# risc_lsu

File: src/rtl/risc_lsu.sv
// risc_lsu: single-outstanding load/store unit between the execute stage and a word-wide memory port.
// Optional misaligned-access trap is enabled by defining LSU_MISALIGN_TRAP_EN.
module risc_lsu #(
  parameter int unsigned TIMEOUT = 64
) (
  input  logic        clk,
  input  logic        rst,
  input  logic        req_valid,
  output logic        req_ready,
  input  logic        req_we,
  input  logic [1:0]  req_size,
  input  logic        req_unsigned,
  input  logic [31:0] addr,
  input  logic [31:0] wdata,
  output logic        mem_req,
  output logic        mem_we,
  output logic [31:0] mem_addr,
  output logic [3:0]  mem_wstrb,
  output logic [31:0] mem_wdata,
  input  logic        mem_ack,
  input  logic [31:0] mem_rdata,
  output logic        rsp_valid,
  output logic [31:0] rsp_rdata,
  output logic        rsp_fault
);

  localparam logic [1:0]  S_IDLE   = 2'd0;
  localparam logic [1:0]  S_REQ    = 2'd1;
  localparam logic [1:0]  S_RESP   = 2'd2;
  localparam logic [31:0] TO_LIMIT = 32'(TIMEOUT);

  logic [1:0]  state_r;
  logic [31:0] wait_cnt_r;
  logic [1:0]  ld_size_r;
  logic        ld_unsigned_r;
  logic [1:0]  ld_shift_r;

  logic        is_byte_s;
  logic        is_half_s;
  logic [1:0]  lo_s;
  logic        misalign_s;
  logic [3:0]  strb_s;
  logic [31:0] wdata_rep_s;
  logic        timeout_hit_s;
  logic        accept_s;

  function automatic logic [31:0] extend_load(
    input logic [31:0] rdata,
    input logic [1:0]  shift,
    input logic [1:0]  size,
    input logic        zext
  );
    logic [31:0] lane;
    lane = rdata >> {shift, 3'b000};
    case (size)
      2'b00:   extend_load = zext ? {24'd0, lane[7:0]}  : {{24{lane[7]}}, lane[7:0]};
      2'b01:   extend_load = zext ? {16'd0, lane[15:0]} : {{16{lane[15]}}, lane[15:0]};
      default: extend_load = lane;
    endcase
  endfunction

  assign req_ready     = (state_r == S_IDLE) && !rst;
  assign accept_s      = req_valid && req_ready;
  assign timeout_hit_s = (TO_LIMIT != 32'd0) && ((wait_cnt_r + 32'd1) == TO_LIMIT);

  // Request decode: aligned lane offset, byte strobes and lane-replicated store data.
  always_comb begin
    is_byte_s = (req_size == 2'b00);
    is_half_s = (req_size == 2'b01);
    if (is_byte_s) begin
      lo_s = addr[1:0];
    end else if (is_half_s) begin
      lo_s = {addr[1], 1'b0};
    end else begin
      lo_s = 2'b00;
    end
`ifdef LSU_MISALIGN_TRAP_EN
    misalign_s = (is_half_s && addr[0]) ||
                 (!is_byte_s && !is_half_s && (addr[1:0] != 2'b00));
`else
    misalign_s = 1'b0;
`endif
    case (req_size)
      2'b00: begin
        strb_s      = 4'b0001 << lo_s;
        wdata_rep_s = {4{wdata[7:0]}};
      end
      2'b01: begin
        strb_s      = lo_s[1] ? 4'b1100 : 4'b0011;
        wdata_rep_s = {2{wdata[15:0]}};
      end
      default: begin
        strb_s      = 4'b1111;
        wdata_rep_s = wdata;
      end
    endcase
  end

  // Access sequencer: IDLE -> REQ (hold memory request) -> RESP (one-cycle response) -> IDLE.
  always_ff @(posedge clk) begin
    if (rst) begin
      state_r       <= S_IDLE;
      wait_cnt_r    <= 32'd0;
      ld_size_r     <= 2'b00;
      ld_unsigned_r <= 1'b0;
      ld_shift_r    <= 2'b00;
      mem_req       <= 1'b0;
      mem_we        <= 1'b0;
      mem_addr      <= 32'd0;
      mem_wstrb     <= 4'b0000;
      mem_wdata     <= 32'd0;
      rsp_valid     <= 1'b0;
      rsp_rdata     <= 32'd0;
      rsp_fault     <= 1'b0;
    end else begin
      case (state_r)
        S_IDLE: begin
          if (accept_s && misalign_s) begin
            state_r   <= S_RESP;
            rsp_valid <= 1'b1;
            rsp_fault <= 1'b1;
            rsp_rdata <= 32'd0;
          end else if (accept_s) begin
            state_r       <= S_REQ;
            wait_cnt_r    <= 32'd0;
            mem_req       <= 1'b1;
            mem_we        <= req_we;
            mem_addr      <= {addr[31:2], 2'b00};
            mem_wstrb     <= req_we ? strb_s : 4'b0000;
            mem_wdata     <= req_we ? wdata_rep_s : 32'd0;
            ld_size_r     <= req_size;
            ld_unsigned_r <= req_unsigned;
            ld_shift_r    <= lo_s;
          end else begin
            state_r <= S_IDLE;
          end
        end
        S_REQ: begin
          // An ack in the same cycle the timeout expires still completes normally.
          if (mem_ack || timeout_hit_s) begin
            state_r   <= S_RESP;
            rsp_valid <= 1'b1;
            rsp_fault <= !mem_ack;
            if (mem_ack && !mem_we) begin
              rsp_rdata <= extend_load(mem_rdata, ld_shift_r, ld_size_r, ld_unsigned_r);
            end else begin
              rsp_rdata <= 32'd0;
            end
            mem_req    <= 1'b0;
            mem_we     <= 1'b0;
            mem_addr   <= 32'd0;
            mem_wstrb  <= 4'b0000;
            mem_wdata  <= 32'd0;
            wait_cnt_r <= 32'd0;
          end else begin
            wait_cnt_r <= wait_cnt_r + 32'd1;
          end
        end
        S_RESP: begin
          state_r   <= S_IDLE;
          rsp_valid <= 1'b0;
          rsp_fault <= 1'b0;
          rsp_rdata <= 32'd0;
        end
        default: begin
          state_r   <= S_IDLE;
          mem_req   <= 1'b0;
          rsp_valid <= 1'b0;
          rsp_fault <= 1'b0;
          rsp_rdata <= 32'd0;
        end
      endcase
    end
  end

endmodule
File: config.mk
export PLATFORM = sky130hd
export DESIGN_NAME = risc_lsu
export DESIGN_NICKNAME = d
export VERILOG_FILES = /design/src/rtl/risc_lsu.sv
export SDC_FILE = /design/constraint.sdc
export NUM_CORES = 1
export LEC_CHECK = 0
export CAP_MARGIN = 0
export CORE_ASPECT_RATIO = 2
export CORE_MARGIN = 2
export CORE_UTILIZATION = 50
export DETAILED_ROUTE_END_ITERATION = 8
export MAX_ROUTING_LAYER = met4
export PLACE_DENSITY = 0.84
export SYNTH_ARGS = -nofsm -noshare
export SYNTH_HDL_FRONTEND = slang
export SYNTH_SLANG_ARGS = --single-unit
File: constraint.sdc
create_clock -name clk -period 7.25 [get_ports clk]
set_input_delay 1.45 -clock clk [delete_from_list [all_inputs] [get_ports clk]]
set_output_delay 1.45 -clock clk [all_outputs]
set_load 0.01 [all_outputs]
# process_scheduler_flat

<file path="config.mk">
export PLATFORM = sky130hd
export DESIGN_NAME = process_scheduler_flat
export DESIGN_NICKNAME = d
export VERILOG_FILES = /design/src/rtl/process_scheduler_if.sv /design/src/rtl/process_scheduler.sv /design/src/flat_wrapper.sv
export SDC_FILE = /design/constraint.sdc
export NUM_CORES = 1
export LEC_CHECK = 0
export ABC_AREA = 1
export CAP_MARGIN = 10
export CORE_MARGIN = 4
export CORE_UTILIZATION = 30
export DETAILED_ROUTE_END_ITERATION = 16
export PLACE_DENSITY_LB_ADDON = 0.08
export SLEW_MARGIN = 40
export SYNTH_ARGS = -nofsm -noshare
export SYNTH_HDL_FRONTEND = slang
export SYNTH_SLANG_ARGS = --single-unit
</file>
<file path="constraint.sdc">
create_clock -name clock -period 4.2 [get_ports clock]
set_clock_uncertainty 0.1 [all_clocks]
set_input_delay 0.84 -clock clock [delete_from_list [all_inputs] [get_ports clock]]
set_output_delay 0.84 -clock clock [all_outputs]
set_load 0.02 [all_outputs]
</file>
<file path="src/rtl/process_scheduler_if.sv">
// Bus between the quantum counter / PC unit side and the process scheduler.
// Optional statistics outputs exist only when SCHED_STATS_EN is defined.
interface process_scheduler_if #(
  parameter int ID_W = 3
);
  logic            troca_contexto;
  logic            intrucaoIOContexto;
  logic            fimProcesso;
  logic [31:0]     pc_processo_trocado;
  logic            proc_create;
  logic [ID_W-1:0] proc_create_id;
  logic [31:0]     proc_create_pc;
  logic            io_done;
  logic [ID_W-1:0] io_done_id;
  logic [ID_W-1:0] processoAtual;
  logic [31:0]     pc_novo;
  logic            pc_load;
  logic            sistema_ocioso;
  logic            create_err;
`ifdef SCHED_STATS_EN
  logic [31:0]     trocas_total;
  logic [31:0]     ocioso_ciclos;
`endif

  // Requester side: quantum counter, process creator, I/O unit, PC unit.
  modport master (
    output troca_contexto, intrucaoIOContexto, fimProcesso, pc_processo_trocado,
    output proc_create, proc_create_id, proc_create_pc, io_done, io_done_id,
`ifdef SCHED_STATS_EN
    input  trocas_total, ocioso_ciclos,
`endif
    input  processoAtual, pc_novo, pc_load, sistema_ocioso, create_err
  );

  // Scheduler side.
  modport slave (
    input  troca_contexto, intrucaoIOContexto, fimProcesso, pc_processo_trocado,
    input  proc_create, proc_create_id, proc_create_pc, io_done, io_done_id,
`ifdef SCHED_STATS_EN
    output trocas_total, ocioso_ciclos,
`endif
    output processoAtual, pc_novo, pc_load, sistema_ocioso, create_err
  );
endinterface

</file>
<file path="src/rtl/process_scheduler.sv">
// Round-robin process scheduler: keeps a table of saved PCs/states, picks the
// next runnable process after a preempt/block/finish and strobes a PC load.
// Optional macro SCHED_STATS_EN adds switch and idle-cycle counters.
module process_scheduler #(
  parameter int          NPROC = 8,
  parameter int          ID_W  = 3,
  parameter logic [31:0] SO_PC = 32'd0
) (
  input logic                clock,
  input logic                reset,
  process_scheduler_if.slave bus
);

  typedef enum logic [1:0] {LIVRE, PRONTO, EXEC, BLOQ} ent_e;
  typedef enum logic [1:0] {RUN, SEARCH, LOAD} fsm_e;

  localparam logic [ID_W-1:0] LAST = ID_W'(NPROC - 1);

  ent_e            st_q [NPROC];
  logic [31:0]     pc_q [NPROC];
  fsm_e            fsm_q;
  logic [ID_W-1:0] ptr_q;
  logic [ID_W-1:0] cnt_q;
  logic [ID_W-1:0] sel_q;
  logic [ID_W-1:0] cur_q;
  logic [31:0]     pc_novo_q;
  logic            pc_load_q;
  logic            ocioso_q;
  logic            create_err_q;
  logic            any_pronto;
  logic            event_any;

  // Any runnable entry in the table (pre-edge view).
  always_comb begin
    any_pronto = 1'b0;
    for (int unsigned i = 0; i < NPROC; i++)
      if (st_q[i] == PRONTO) any_pronto = 1'b1;
  end

  assign event_any = bus.fimProcesso | bus.intrucaoIOContexto | bus.troca_contexto;

  // Process table, create/io_done handling and the RUN/SEARCH/LOAD sequencer.
  // Create/io_done only ever touch LIVRE/BLOQ entries while the sequencer only
  // touches the EXEC or selected PRONTO entry, so their writes never collide.
  always_ff @(posedge clock) begin
    if (reset) begin
      for (int unsigned i = 0; i < NPROC; i++) begin
        st_q[i] <= LIVRE;
        pc_q[i] <= '0;
      end
      fsm_q        <= RUN;
      ptr_q        <= '0;
      cnt_q        <= '0;
      sel_q        <= '0;
      cur_q        <= '0;
      pc_novo_q    <= '0;
      pc_load_q    <= 1'b0;
      ocioso_q     <= 1'b1;
      create_err_q <= 1'b0;
    end else begin
      pc_load_q    <= 1'b0;
      create_err_q <= 1'b0;

      if (bus.proc_create) begin
        if (st_q[bus.proc_create_id] == LIVRE) begin
          st_q[bus.proc_create_id] <= PRONTO;
          pc_q[bus.proc_create_id] <= bus.proc_create_pc;
        end else begin
          create_err_q <= 1'b1;
        end
      end

      if (bus.io_done && (st_q[bus.io_done_id] == BLOQ))
        st_q[bus.io_done_id] <= PRONTO;

      case (fsm_q)
        RUN: begin
          if (!ocioso_q) begin
            if (bus.fimProcesso) begin
              st_q[cur_q] <= LIVRE;
            end else if (bus.intrucaoIOContexto) begin
              pc_q[cur_q] <= bus.pc_processo_trocado;
              st_q[cur_q] <= BLOQ;
            end else if (bus.troca_contexto) begin
              pc_q[cur_q] <= bus.pc_processo_trocado;
              st_q[cur_q] <= PRONTO;
            end
            if (event_any) begin
              fsm_q <= SEARCH;
              ptr_q <= cur_q + 1'b1;
              cnt_q <= '0;
            end
          end else if (any_pronto) begin
            fsm_q <= SEARCH;
            ptr_q <= cur_q + 1'b1;
            cnt_q <= '0;
          end
        end
        SEARCH: begin
          if (st_q[ptr_q] == PRONTO) begin
            sel_q <= ptr_q;
            fsm_q <= LOAD;
          end else if (cnt_q == LAST) begin
            pc_novo_q <= SO_PC;
            pc_load_q <= 1'b1;
            ocioso_q  <= 1'b1;
            fsm_q     <= RUN;
          end else begin
            ptr_q <= ptr_q + 1'b1;
            cnt_q <= cnt_q + 1'b1;
          end
        end
        LOAD: begin
          pc_novo_q   <= pc_q[sel_q];
          pc_load_q   <= 1'b1;
          cur_q       <= sel_q;
          st_q[sel_q] <= EXEC;
          ocioso_q    <= 1'b0;
          fsm_q       <= RUN;
        end
        default: fsm_q <= RUN;
      endcase
    end
  end

  assign bus.processoAtual  = cur_q;
  assign bus.pc_novo        = pc_novo_q;
  assign bus.pc_load        = pc_load_q;
  assign bus.sistema_ocioso = ocioso_q;
  assign bus.create_err     = create_err_q;

`ifdef SCHED_STATS_EN
  logic [31:0] trocas_q;
  logic [31:0] ocioso_ciclos_q;

  // Switch counter wraps; idle-cycle counter saturates.
  always_ff @(posedge clock) begin
    if (reset) begin
      trocas_q        <= '0;
      ocioso_ciclos_q <= '0;
    end else begin
      if (fsm_q == LOAD) trocas_q <= trocas_q + 32'd1;
      if (ocioso_q && (ocioso_ciclos_q != '1)) ocioso_ciclos_q <= ocioso_ciclos_q + 32'd1;
    end
  end

  assign bus.trocas_total  = trocas_q;
  assign bus.ocioso_ciclos = ocioso_ciclos_q;
`endif

endmodule
</file>
<file path="src/flat_wrapper.sv">
// flat-port wrapper written by rule: the top's interface ports become plain ports
module process_scheduler_flat 
#(
  parameter int          NPROC = 8,
  parameter int          ID_W  = 3,
  parameter logic [31:0] SO_PC = 32'd0
)
  (clock, reset, bus_troca_contexto, bus_intrucaoIOContexto, bus_fimProcesso, bus_pc_processo_trocado, bus_proc_create, bus_proc_create_id, bus_proc_create_pc, bus_io_done, bus_io_done_id, bus_processoAtual, bus_pc_novo, bus_pc_load, bus_sistema_ocioso, bus_create_err);
  process_scheduler_if #(.ID_W(ID_W)) bus_i ();
  input logic clock;
  input logic reset;
  input wire logic [$bits(bus_i.troca_contexto)-1:0] bus_troca_contexto;
  input wire logic [$bits(bus_i.intrucaoIOContexto)-1:0] bus_intrucaoIOContexto;
  input wire logic [$bits(bus_i.fimProcesso)-1:0] bus_fimProcesso;
  input wire logic [$bits(bus_i.pc_processo_trocado)-1:0] bus_pc_processo_trocado;
  input wire logic [$bits(bus_i.proc_create)-1:0] bus_proc_create;
  input wire logic [$bits(bus_i.proc_create_id)-1:0] bus_proc_create_id;
  input wire logic [$bits(bus_i.proc_create_pc)-1:0] bus_proc_create_pc;
  input wire logic [$bits(bus_i.io_done)-1:0] bus_io_done;
  input wire logic [$bits(bus_i.io_done_id)-1:0] bus_io_done_id;
  output wire logic [$bits(bus_i.processoAtual)-1:0] bus_processoAtual;
  output wire logic [$bits(bus_i.pc_novo)-1:0] bus_pc_novo;
  output wire logic [$bits(bus_i.pc_load)-1:0] bus_pc_load;
  output wire logic [$bits(bus_i.sistema_ocioso)-1:0] bus_sistema_ocioso;
  output wire logic [$bits(bus_i.create_err)-1:0] bus_create_err;
  assign bus_i.troca_contexto = bus_troca_contexto;
  assign bus_i.intrucaoIOContexto = bus_intrucaoIOContexto;
  assign bus_i.fimProcesso = bus_fimProcesso;
  assign bus_i.pc_processo_trocado = bus_pc_processo_trocado;
  assign bus_i.proc_create = bus_proc_create;
  assign bus_i.proc_create_id = bus_proc_create_id;
  assign bus_i.proc_create_pc = bus_proc_create_pc;
  assign bus_i.io_done = bus_io_done;
  assign bus_i.io_done_id = bus_io_done_id;
  assign bus_processoAtual = bus_i.processoAtual;
  assign bus_pc_novo = bus_i.pc_novo;
  assign bus_pc_load = bus_i.pc_load;
  assign bus_sistema_ocioso = bus_i.sistema_ocioso;
  assign bus_create_err = bus_i.create_err;
  process_scheduler #(.NPROC(NPROC), .ID_W(ID_W), .SO_PC(SO_PC)) u_core (.clock(clock), .reset(reset), .bus(bus_i));
endmodule
</file>
# alu_issue_flat

<file path="src/rtl/alu_pkg.sv">
// alu_pkg: shared encodings for the ALU issue stage.
//   Operation codes, operand-B select encoding, MIPS opcode/funct constants,
//   the decoded-control payload struct and the issue FSM state enum.
package alu_pkg;

   localparam int unsigned INSTR_W = 32;
   localparam int unsigned OP_W    = 4;
   localparam int unsigned BSEL_W  = 2;
   localparam int unsigned CNT_W   = 4;

   // ALU operation codes
   localparam logic [OP_W-1:0] OP_ADD  = 4'b0000;
   localparam logic [OP_W-1:0] OP_SUB  = 4'b0001;
   localparam logic [OP_W-1:0] OP_MUL  = 4'b0010;
   localparam logic [OP_W-1:0] OP_DIV  = 4'b0011;
   localparam logic [OP_W-1:0] OP_AND  = 4'b0100;
   localparam logic [OP_W-1:0] OP_OR   = 4'b0101;
   localparam logic [OP_W-1:0] OP_NOT  = 4'b0110;
   localparam logic [OP_W-1:0] OP_SHL  = 4'b0111;
   localparam logic [OP_W-1:0] OP_SHR  = 4'b1000;
   localparam logic [OP_W-1:0] OP_NONE = 4'b1111;

   // Operand-B source select
   localparam logic [BSEL_W-1:0] BSEL_RT    = 2'b00;
   localparam logic [BSEL_W-1:0] BSEL_SIMM  = 2'b01;
   localparam logic [BSEL_W-1:0] BSEL_ZIMM  = 2'b10;
   localparam logic [BSEL_W-1:0] BSEL_SHAMT = 2'b11;

   // Opcodes
   localparam logic [5:0] OPC_RTYPE = 6'h00;
   localparam logic [5:0] OPC_ADDI  = 6'h08;
   localparam logic [5:0] OPC_ADDIU = 6'h09;
   localparam logic [5:0] OPC_ANDI  = 6'h0C;
   localparam logic [5:0] OPC_ORI   = 6'h0D;
   localparam logic [5:0] OPC_LW    = 6'h23;
   localparam logic [5:0] OPC_SW    = 6'h2B;

   // R-type funct codes
   localparam logic [5:0] FN_SLL   = 6'h00;
   localparam logic [5:0] FN_SRL   = 6'h02;
   localparam logic [5:0] FN_MULT  = 6'h18;
   localparam logic [5:0] FN_MULTU = 6'h19;
   localparam logic [5:0] FN_DIV   = 6'h1A;
   localparam logic [5:0] FN_DIVU  = 6'h1B;
   localparam logic [5:0] FN_ADD   = 6'h20;
   localparam logic [5:0] FN_ADDU  = 6'h21;
   localparam logic [5:0] FN_SUB   = 6'h22;
   localparam logic [5:0] FN_SUBU  = 6'h23;
   localparam logic [5:0] FN_AND   = 6'h24;
   localparam logic [5:0] FN_OR    = 6'h25;

   typedef enum logic [1:0] {
      ST_IDLE = 2'd0,
      ST_WAIT = 2'd1,
      ST_HOLD = 2'd2
   } state_e;

   typedef struct packed {
      logic [OP_W-1:0]   op;
      logic              sign;
      logic [BSEL_W-1:0] b_sel;
      logic              illegal;
   } alu_ctl_t;

   localparam alu_ctl_t CTL_RESET =
      '{op: OP_NONE, sign: 1'b0, b_sel: BSEL_RT, illegal: 1'b0};

   localparam alu_ctl_t CTL_ILLEGAL =
      '{op: OP_NONE, sign: 1'b0, b_sel: BSEL_RT, illegal: 1'b1};

   // Build a legal control word
   function automatic alu_ctl_t mk_ctl(input logic [OP_W-1:0] op,
                                       input logic sign,
                                       input logic [BSEL_W-1:0] b_sel);
      alu_ctl_t c;
      c.op      = op;
      c.sign    = sign;
      c.b_sel   = b_sel;
      c.illegal = 1'b0;
      return c;
   endfunction

   // Multi-cycle operations go through the settle counter
   function automatic logic is_muldiv(input logic [OP_W-1:0] op);
      return (op == OP_MUL) || (op == OP_DIV);
   endfunction

endpackage

</file>
<file path="src/rtl/alu_issue_if.sv">
// alu_issue_if: instruction-in / ALU-control-out handshake bundle.
//   in_valid/in_ready/instr       : instruction acceptance
//   out_valid/out_ready           : issued-control handshake
//   operation/sign/b_sel/imm_ext/illegal : issued ALU control payload
//   slave = issue stage view, master = producer/consumer view.
interface alu_issue_if #(parameter int unsigned N = 32);
   logic          in_valid;
   logic          in_ready;
   logic [31:0]   instr;
   logic          out_valid;
   logic          out_ready;
   logic [3:0]    operation;
   logic          sign;
   logic [1:0]    b_sel;
   logic [N-1:0]  imm_ext;
   logic          illegal;

   modport slave (
      input  in_valid, instr, out_ready,
      output in_ready, out_valid, operation, sign, b_sel, imm_ext, illegal
   );

   modport master (
      output in_valid, instr, out_ready,
      input  in_ready, out_valid, operation, sign, b_sel, imm_ext, illegal
   );
endinterface

</file>
<file path="src/rtl/alu_decode.sv">
// alu_decode: combinational MIPS instruction -> ALU control decode.
//   i_instr   : instruction word
//   o_ctl     : operation / sign / b_sel / illegal
//   o_imm_ext : immediate extended per b_sel, or zero-extended shamt
module alu_decode
   import alu_pkg::*;
#(
   parameter int unsigned N = 32
) (
   input  logic [INSTR_W-1:0] i_instr,
   output alu_ctl_t           o_ctl,
   output logic [N-1:0]       o_imm_ext
);

   logic [5:0] w_opcode;
   logic [5:0] w_funct;
   logic [9:0] w_unused_fields;

   assign w_opcode        = i_instr[31:26];
   assign w_funct         = i_instr[5:0];
   assign w_unused_fields = i_instr[25:16];

   // Opcode / funct table
   always_comb begin
      o_ctl = CTL_ILLEGAL;
      if (w_opcode == OPC_RTYPE) begin
         case (w_funct)
            FN_ADD:   o_ctl = mk_ctl(OP_ADD, 1'b1, BSEL_RT);
            FN_ADDU:  o_ctl = mk_ctl(OP_ADD, 1'b0, BSEL_RT);
            FN_SUB:   o_ctl = mk_ctl(OP_SUB, 1'b1, BSEL_RT);
            FN_SUBU:  o_ctl = mk_ctl(OP_SUB, 1'b0, BSEL_RT);
            FN_MULT:  o_ctl = mk_ctl(OP_MUL, 1'b1, BSEL_RT);
            FN_MULTU: o_ctl = mk_ctl(OP_MUL, 1'b0, BSEL_RT);
            FN_DIV:   o_ctl = mk_ctl(OP_DIV, 1'b1, BSEL_RT);
            FN_DIVU:  o_ctl = mk_ctl(OP_DIV, 1'b0, BSEL_RT);
            FN_AND:   o_ctl = mk_ctl(OP_AND, 1'b0, BSEL_RT);
            FN_OR:    o_ctl = mk_ctl(OP_OR,  1'b0, BSEL_RT);
            FN_SLL:   o_ctl = mk_ctl(OP_SHL, 1'b0, BSEL_SHAMT);
            FN_SRL:   o_ctl = mk_ctl(OP_SHR, 1'b0, BSEL_SHAMT);
            default:  ;
         endcase
      end else begin
         case (w_opcode)
            OPC_ADDI:  o_ctl = mk_ctl(OP_ADD, 1'b1, BSEL_SIMM);
            OPC_ADDIU: o_ctl = mk_ctl(OP_ADD, 1'b0, BSEL_SIMM);
            OPC_ANDI:  o_ctl = mk_ctl(OP_AND, 1'b0, BSEL_ZIMM);
            OPC_ORI:   o_ctl = mk_ctl(OP_OR,  1'b0, BSEL_ZIMM);
            OPC_LW,
            OPC_SW:    o_ctl = mk_ctl(OP_ADD, 1'b1, BSEL_SIMM);
            default:   ;
         endcase
      end
   end

   // Immediate extension; rt-sourced and illegal instructions carry zero
   always_comb begin
      case (o_ctl.b_sel)
         BSEL_SIMM:  o_imm_ext = N'($signed(i_instr[15:0]));
         BSEL_ZIMM:  o_imm_ext = N'(i_instr[15:0]);
         BSEL_SHAMT: o_imm_ext = N'(i_instr[10:6]);
         default:    o_imm_ext = '0;
      endcase
   end

endmodule

</file>
<file path="src/rtl/alu_issue.sv">
// alu_issue: accepts a MIPS instruction, decodes it, and holds the ALU control
//   until the consumer takes it. Mul/div wait MULDIV_LAT extra cycles first.
//   clk   : rising-edge clock
//   reset : asynchronous active-high reset
//   bus   : alu_issue_if slave (instruction in, ALU control out)
module alu_issue
   import alu_pkg::*;
#(
   parameter int unsigned N          = 32,
   parameter int unsigned MULDIV_LAT = 4
) (
   input  logic        clk,
   input  logic        reset,
   alu_issue_if.slave  bus
);

   localparam logic [CNT_W-1:0] LAT_M1 = CNT_W'(MULDIV_LAT - 1);

   state_e            r_state;
   logic [CNT_W-1:0]  r_cnt;
   alu_ctl_t          r_ctl;
   logic [N-1:0]      r_imm;

   state_e            w_state_nxt;
   logic [CNT_W-1:0]  w_cnt_nxt;
   alu_ctl_t          w_ctl_nxt;
   logic [N-1:0]      w_imm_nxt;
   logic              w_in_ready;
   logic              w_load;
   alu_ctl_t          w_dec_ctl;
   logic [N-1:0]      w_dec_imm;

   alu_decode #(.N(N)) u_decode (
      .i_instr   (bus.instr),
      .o_ctl     (w_dec_ctl),
      .o_imm_ext (w_dec_imm)
   );

   // State, counter and issued-control registers
   always_ff @(posedge clk or posedge reset) begin
      if (reset) begin
         r_state <= ST_IDLE;
         r_cnt   <= '0;
         r_ctl   <= CTL_RESET;
         r_imm   <= '0;
      end else begin
         r_state <= w_state_nxt;
         r_cnt   <= w_cnt_nxt;
         r_ctl   <= w_ctl_nxt;
         r_imm   <= w_imm_nxt;
      end
   end

   // Next-state / handshake logic
   always_comb begin
      w_state_nxt = r_state;
      w_cnt_nxt   = r_cnt;
      w_ctl_nxt   = r_ctl;
      w_imm_nxt   = r_imm;
      w_in_ready  = 1'b0;
      w_load      = 1'b0;

      case (r_state)
         ST_IDLE: begin
            w_in_ready = 1'b1;
            w_load     = bus.in_valid;
         end
         ST_WAIT: begin
            // Counter at zero: this is the last settle cycle
            if (r_cnt == '0) w_state_nxt = ST_HOLD;
            else             w_cnt_nxt   = r_cnt - CNT_W'(1);
         end
         ST_HOLD: begin
            // Pass-through: a consumed slot can take the next instr at once
            w_in_ready = bus.out_ready;
            if (bus.out_ready) begin
               if (bus.in_valid) w_load      = 1'b1;
               else              w_state_nxt = ST_IDLE;
            end
         end
         default: w_state_nxt = ST_IDLE;
      endcase

      if (w_load) begin
         w_ctl_nxt = w_dec_ctl;
         w_imm_nxt = w_dec_imm;
         if (is_muldiv(w_dec_ctl.op)) begin
            w_state_nxt = ST_WAIT;
            w_cnt_nxt   = LAT_M1;
         end else begin
            w_state_nxt = ST_HOLD;
            w_cnt_nxt   = '0;
         end
      end
   end

   assign bus.in_ready  = w_in_ready;
   assign bus.out_valid = (r_state == ST_HOLD);
   assign bus.operation = r_ctl.op;
   assign bus.sign      = r_ctl.sign;
   assign bus.b_sel     = r_ctl.b_sel;
   assign bus.illegal   = r_ctl.illegal;
   assign bus.imm_ext   = r_imm;

endmodule

</file>
<file path="src/flat_wrapper.sv">
// flat-port wrapper written by rule: the top's interface ports become plain ports
module alu_issue_flat import alu_pkg::*;
#(
   parameter int unsigned N          = 32,
   parameter int unsigned MULDIV_LAT = 4
)
  (clk, reset, bus_in_valid, bus_instr, bus_out_ready, bus_in_ready, bus_out_valid, bus_operation, bus_sign, bus_b_sel, bus_imm_ext, bus_illegal);
  alu_issue_if #(.N(N)) bus_i ();
  input  logic clk;
  input  logic reset;
  input wire logic [$bits(bus_i.in_valid)-1:0] bus_in_valid;
  input wire logic [$bits(bus_i.instr)-1:0] bus_instr;
  input wire logic [$bits(bus_i.out_ready)-1:0] bus_out_ready;
  output wire logic [$bits(bus_i.in_ready)-1:0] bus_in_ready;
  output wire logic [$bits(bus_i.out_valid)-1:0] bus_out_valid;
  output wire logic [$bits(bus_i.operation)-1:0] bus_operation;
  output wire logic [$bits(bus_i.sign)-1:0] bus_sign;
  output wire logic [$bits(bus_i.b_sel)-1:0] bus_b_sel;
  output wire logic [$bits(bus_i.imm_ext)-1:0] bus_imm_ext;
  output wire logic [$bits(bus_i.illegal)-1:0] bus_illegal;
  assign bus_i.in_valid = bus_in_valid;
  assign bus_i.instr = bus_instr;
  assign bus_i.out_ready = bus_out_ready;
  assign bus_in_ready = bus_i.in_ready;
  assign bus_out_valid = bus_i.out_valid;
  assign bus_operation = bus_i.operation;
  assign bus_sign = bus_i.sign;
  assign bus_b_sel = bus_i.b_sel;
  assign bus_imm_ext = bus_i.imm_ext;
  assign bus_illegal = bus_i.illegal;
  alu_issue #(.N(N), .MULDIV_LAT(MULDIV_LAT)) u_core (.clk(clk), .reset(reset), .bus(bus_i));
endmodule
</file>
<file path="config.mk">
export PLATFORM = sky130hd
export DESIGN_NAME = alu_issue_flat
export DESIGN_NICKNAME = d
export VERILOG_FILES = /design/src/rtl/alu_pkg.sv /design/src/rtl/alu_issue_if.sv /design/src/rtl/alu_decode.sv /design/src/rtl/alu_issue.sv /design/src/flat_wrapper.sv
export SDC_FILE = /design/constraint.sdc
export NUM_CORES = 1
export LEC_CHECK = 0
export CAP_MARGIN = 20
export CORE_MARGIN = 4
export CORE_UTILIZATION = 30
export CTS_CLUSTER_SIZE = 30
export DETAILED_ROUTE_END_ITERATION = 10
export DONT_BUFFER_PORTS = 1
export PLACE_DENSITY = 0.52
export SETUP_SLACK_MARGIN = 0.05
export SYNTH_ARGS = -nofsm -noshare
export SYNTH_HDL_FRONTEND = slang
export SYNTH_HIERARCHICAL = 1
export SYNTH_SLANG_ARGS = --single-unit
</file>
<file path="constraint.sdc">
create_clock -name clk -period 1.9 [get_ports clk]
set_input_delay 0.57 -clock clk [delete_from_list [all_inputs] [get_ports clk]]
set_output_delay 0.57 -clock clk [all_outputs]
set_load 0.1 [all_outputs]
</file>
Fig. 1: risc_lsu, placed standard cells
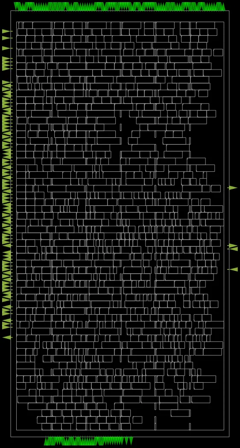
Rows: 60
n_taps: 155
Seq cells: 141
Core Region: 0.0135 mm2

==> metrics.cfg, risc_lsu <==
[run_status]
status = completed

[synthesis]
synth_warnings = 0
top_cell_area_share = 0.408
aoi_share = 0.243
fa_ha_area_frac = 0.00181
async_flop_share = 0

[place]
post-place-cells = 1077
dp_hpwl_um = 16000

[grt]
grt_pass1_wl_um = 34900

[pwr]
total_power_w = 0.00205
p_leak_nw = 3.53

[route]
drtPass1Iterations = 5
vias = 6937
drtAntennaViolNets = 0

[hold_path]
holdPathEnd = rsp_rdata[30]$_SDFFE_PP0P_

[timing]
fin_crit_sh = 0.624
skew_ns = 0.0109
clock.fmax_ghz = 0.221

[cts]
cts-resized-gates = 0
clk_latency_ns = 0.42
cts_buffers = 17

[final_layout]
drive_gt1_frac = 0.0734

[floorplanning]
die_h_um = 170

## risc_lsu: flip-flops by register name, indices dropped and copies added, names as in the netlist, 2 cells and up
register,cells
rsp_rdata,32
mem_wdata,32
state_r,2
mem_wstrb,4
mem_addr,30
ld_shift_r,2
wait_cnt_r,32
ld_size_r,2
## risc_lsu: layout make-up
type / count / area, um2 / share of cell area
clock buffer: 17 / 425 / 0.0444
clock inverter: 15 / 179 / 0.0187
inverter: 7 / 26.3 / 0.00274
multi-input combinational: 559 / 3810 / 0.397
sequential: 141 / 2820 / 0.295
tap: 155 / 194 / 0.0202
timing repair buffer: 215 / 2130 / 0.222
## risc_lsu: power by group through the flow
stage | Sequential, W | Combinational, W | Clock (W)
2_1_floorplan | 0.000868 | 0.000126 | 0
3_3_place_gp | 0.000861 | 0.000303 | 0
3_5_place_dp | 0.000861 | 0.000308 | 0
4_1_cts | 0.000846 | 0.000310 | 0.000908
5_1_grt | 0.000850 | 0.000331 | 0.000936
6_report | 0.000846 | 0.000309 | 0.000895
## risc_lsu: layer usage
metal  track usage  routed length (um)
met4         0.148                1010
met5             -                   0
met1         0.332                8110
met2         0.512               11800
met3        0.0747                1370
Fig. 2: alu_issue_flat, clock distribution
Scale: 6 px per um.
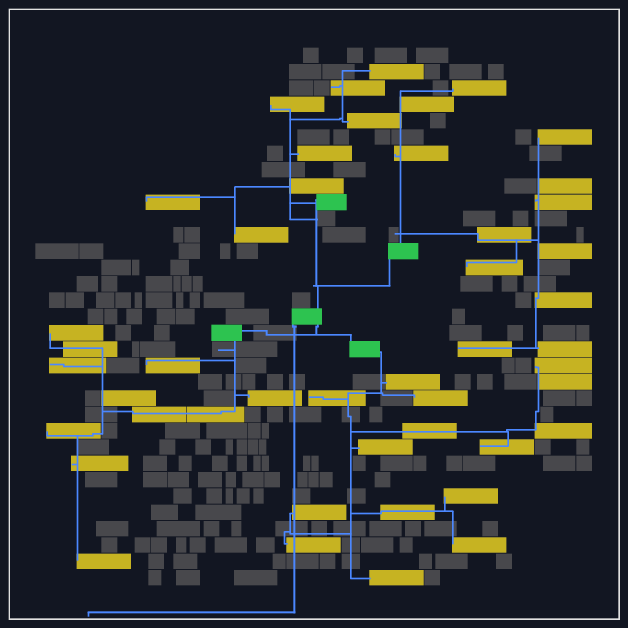
Key: blue = clock wires [length 649 um]; green = cells driving clock nets [count 5]; yellow = flip-flops [count 46]
Position of the flops: widely spread.
Latency at later pin: 0.30 ns
Power Clock: 0.000741 W
clk_skew: 0.00627 ns

Fig. 3: alu_issue_flat, power grid
Scale: 4 px per um. Pins as bars on the die edge.
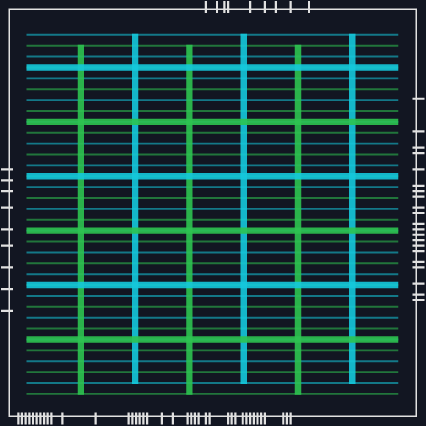
Key: green = VSS; cyan = VDD
34 met1 rails follow the rows. 6 straps on met4. 78 signal pins sit on the boundary. The core has 33 rows. 6 straps on met5.

==> metrics.cfg, alu_issue_flat <==
[synthesis]
fp_nets = 236
fa_ha_area_frac = 0.00956
async_flop_share = 1.00
ys_seq_frac = 0.442
simple_gate_area_frac = 0.137
top_cell_area_share = 0.402
topCombFamilyByArea = multiplexers
ys_dominant_reg_cell = dfrtp_1

[timing]
min_period_ns = 2.00
final-setup-viol-count = 5
fin_ws_ns = -0.0967
slew_violations = 0
clock.fmax_ghz = 0.501

[run_status]
status = finished, violations left
violations = negative setup slack

[cts]
path_clk_slew_ns = 0.09
cts_tree = yes

[grt]
grt_busiest_layer = met2
grt_pass1_wl_um = 8940
gr-total-overflow = 0

[critical_path]
start_kind = primary input

[pwr]
pwr-share-seq = 0.488
switchingPower_w = 0.000783

[final_layout]
buffers = 53
clkbuf_count = 5

[hold_path]
hold_class = in -> async

[route]
wl_met3_um = 357

[place]
gp_congestion = 0.746

[floorplanning]
die_w_um = 101

[flow_run]
warnings = 40

[alu_issue_flat: per-stage QoR]
| step | hold WS (ns) | TNS, ns | std cells | power (W) |
|---|---|---|---|---|
| 2_1_floorplan | 0.455 | -1.18 | 198 | 0.00155 |
| 3_5_place_dp | 0.433 | -5.57 | 331 | 0.00165 |
| 6_report | 0.108 | -0.342 | 342 | 0.00238 |
| 3_3_place_gp | 0.441 | -5.24 | 331 | 0.00164 |
| 4_1_cts | 0.103 | -0.367 | 342 | 0.00241 |
| 5_1_grt | 0.108 | -0.749 | 342 | 0.00248 |
[alu_issue_flat: power by group through the flow]
stage | Clock [W] | Combinational (W) | Sequential [W]
after global routing | 0.000815 | 0.000505 | 0.00117
after floorplan | 0 | 0.000233 | 0.00132
final | 0.000741 | 0.000477 | 0.00116
after detailed placement | 0 | 0.000467 | 0.00118
after global placement | 0 | 0.000466 | 0.00118
after CTS | 0.000777 | 0.000474 | 0.00116
[alu_issue_flat: repair_timing]
action	CTS	global route
buffers inserted	3	3
endpoints found under the setup margin	5	20
endpoints found under the hold margin	0	0
resized	1	14
pin swaps	5	3
Fig. 4: process_scheduler_flat, power grid
Scale: 1.5 px per um. Pins as bars on the die edge.
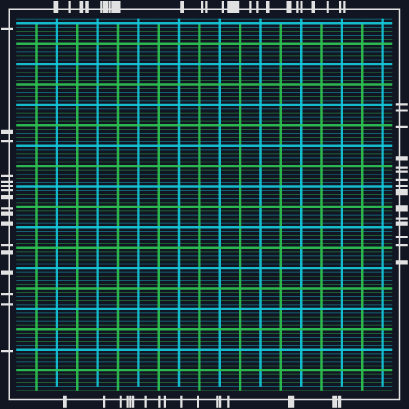
Key: green = VSS; cyan = VDD
The core has 91 rows. 18 straps on met4. 92 met1 rails follow the rows.

Fig. 5: process_scheduler_flat, wiring by layer
Scale: 1.5 px per um. Two of the layers only.
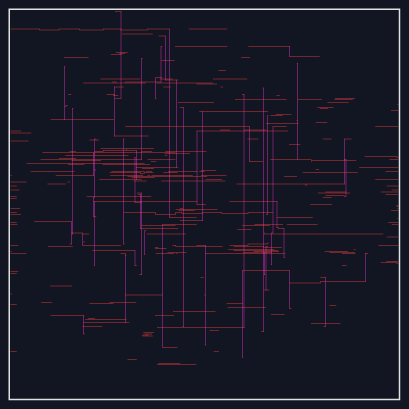
Key: magenta = met4 [wire length 2200 um]; red = met3 [wire length 4070 um]
Vias: 15300
Routed WL per cell: 24.0 um
total track usage: 0.209
Routed WL: 71800 um

==> metrics.cfg, process_scheduler_flat <==
[synthesis]
fp_nets = 2166
ys_seq_frac = 0.490
synth_cell_types = 38
synthTopCellsByCount = 485 x nand2_1, 294 x nor2_1, 272 x edfxtp_1
syn_area_per_cell_um2 = 9.09
synth.most_common_cell = nand2_1
mux_share = 0
simple_gate_area_frac = 0.222

[grt]
grt_use_met1 = 0.272

[run_status]
status = completed

[cts]
clk_latency_ns = 0.57
cts-resized-gates = 0

[timing]
worstMarginPinSlew_ns = 0.853
relSlewSlack = 0.431
slew_violations = 0

[final_layout]
drive_gt1_frac = 0.173

[route]
vias_per_cell = 5.12
drtIter0Drc = 1250

## process_scheduler_flat: stage by stage
| stage | area [um2] | power [W] | std cells |
|---|---|---|---|
| after global routing | 22200 | 0.0105 | 2992 |
| after global placement | 20800 | 0.00640 | 2912 |
| final | 22200 | 0.00996 | 2992 |
| after CTS | 22200 | 0.0101 | 2991 |
| after floorplan | 18900 | 0.00551 | 2082 |
| after detailed placement | 20800 | 0.00642 | 2912 |
## process_scheduler_flat: sequential cells by signal, summed over array words and instances (netlist names), 2 cells and up, named ones only
name / count
u_core.pc_q: 256
u_core.bus.pc_novo: 32
u_core.sel_q: 3
u_core.st_q: 16
u_core.fsm_q: 2
u_core.bus.processoAtual: 3
u_core.ptr_q: 3
u_core.cnt_q: 3
## process_scheduler_flat: critical path, cell delays in order
cell and delay, ns:
clkdlybuf4s50_1 0.67, inv_1 0.07, nor2_1 0.13, nand2_1 0.07
o21ai_1 0.24, inv_4 0.17, nand4_4 0.13, buf_4 0.58
nand4_1 0.25
## process_scheduler_flat: power breakdown
part           internal [W]  switching, W
combinational      0.000793       0.00161
sequential          0.00377      0.000155
clock               0.00213       0.00150

## Gallery

Cells colored by class.
picture 1
Scale: 1 px per um. Fill, decap, tap and diode cells in gray.
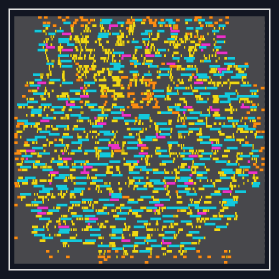
picture 2
Scale: 2 px per um. Fill, decap, tap and diode cells in gray.
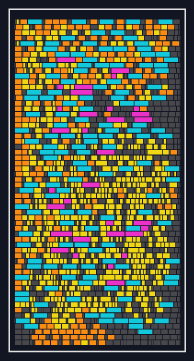
picture 3
Scale: 3 px per um. Fill, decap, tap and diode cells in gray.
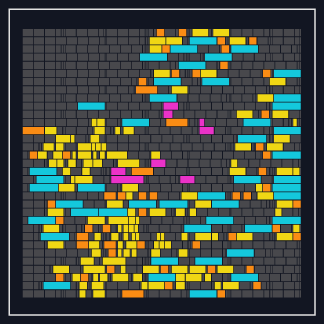
risc_lsu is picture 2.
process_scheduler_flat is picture 1.
alu_issue_flat is picture 3.


Power figures rest on the tool's default switching activity, not on a simulated workload.
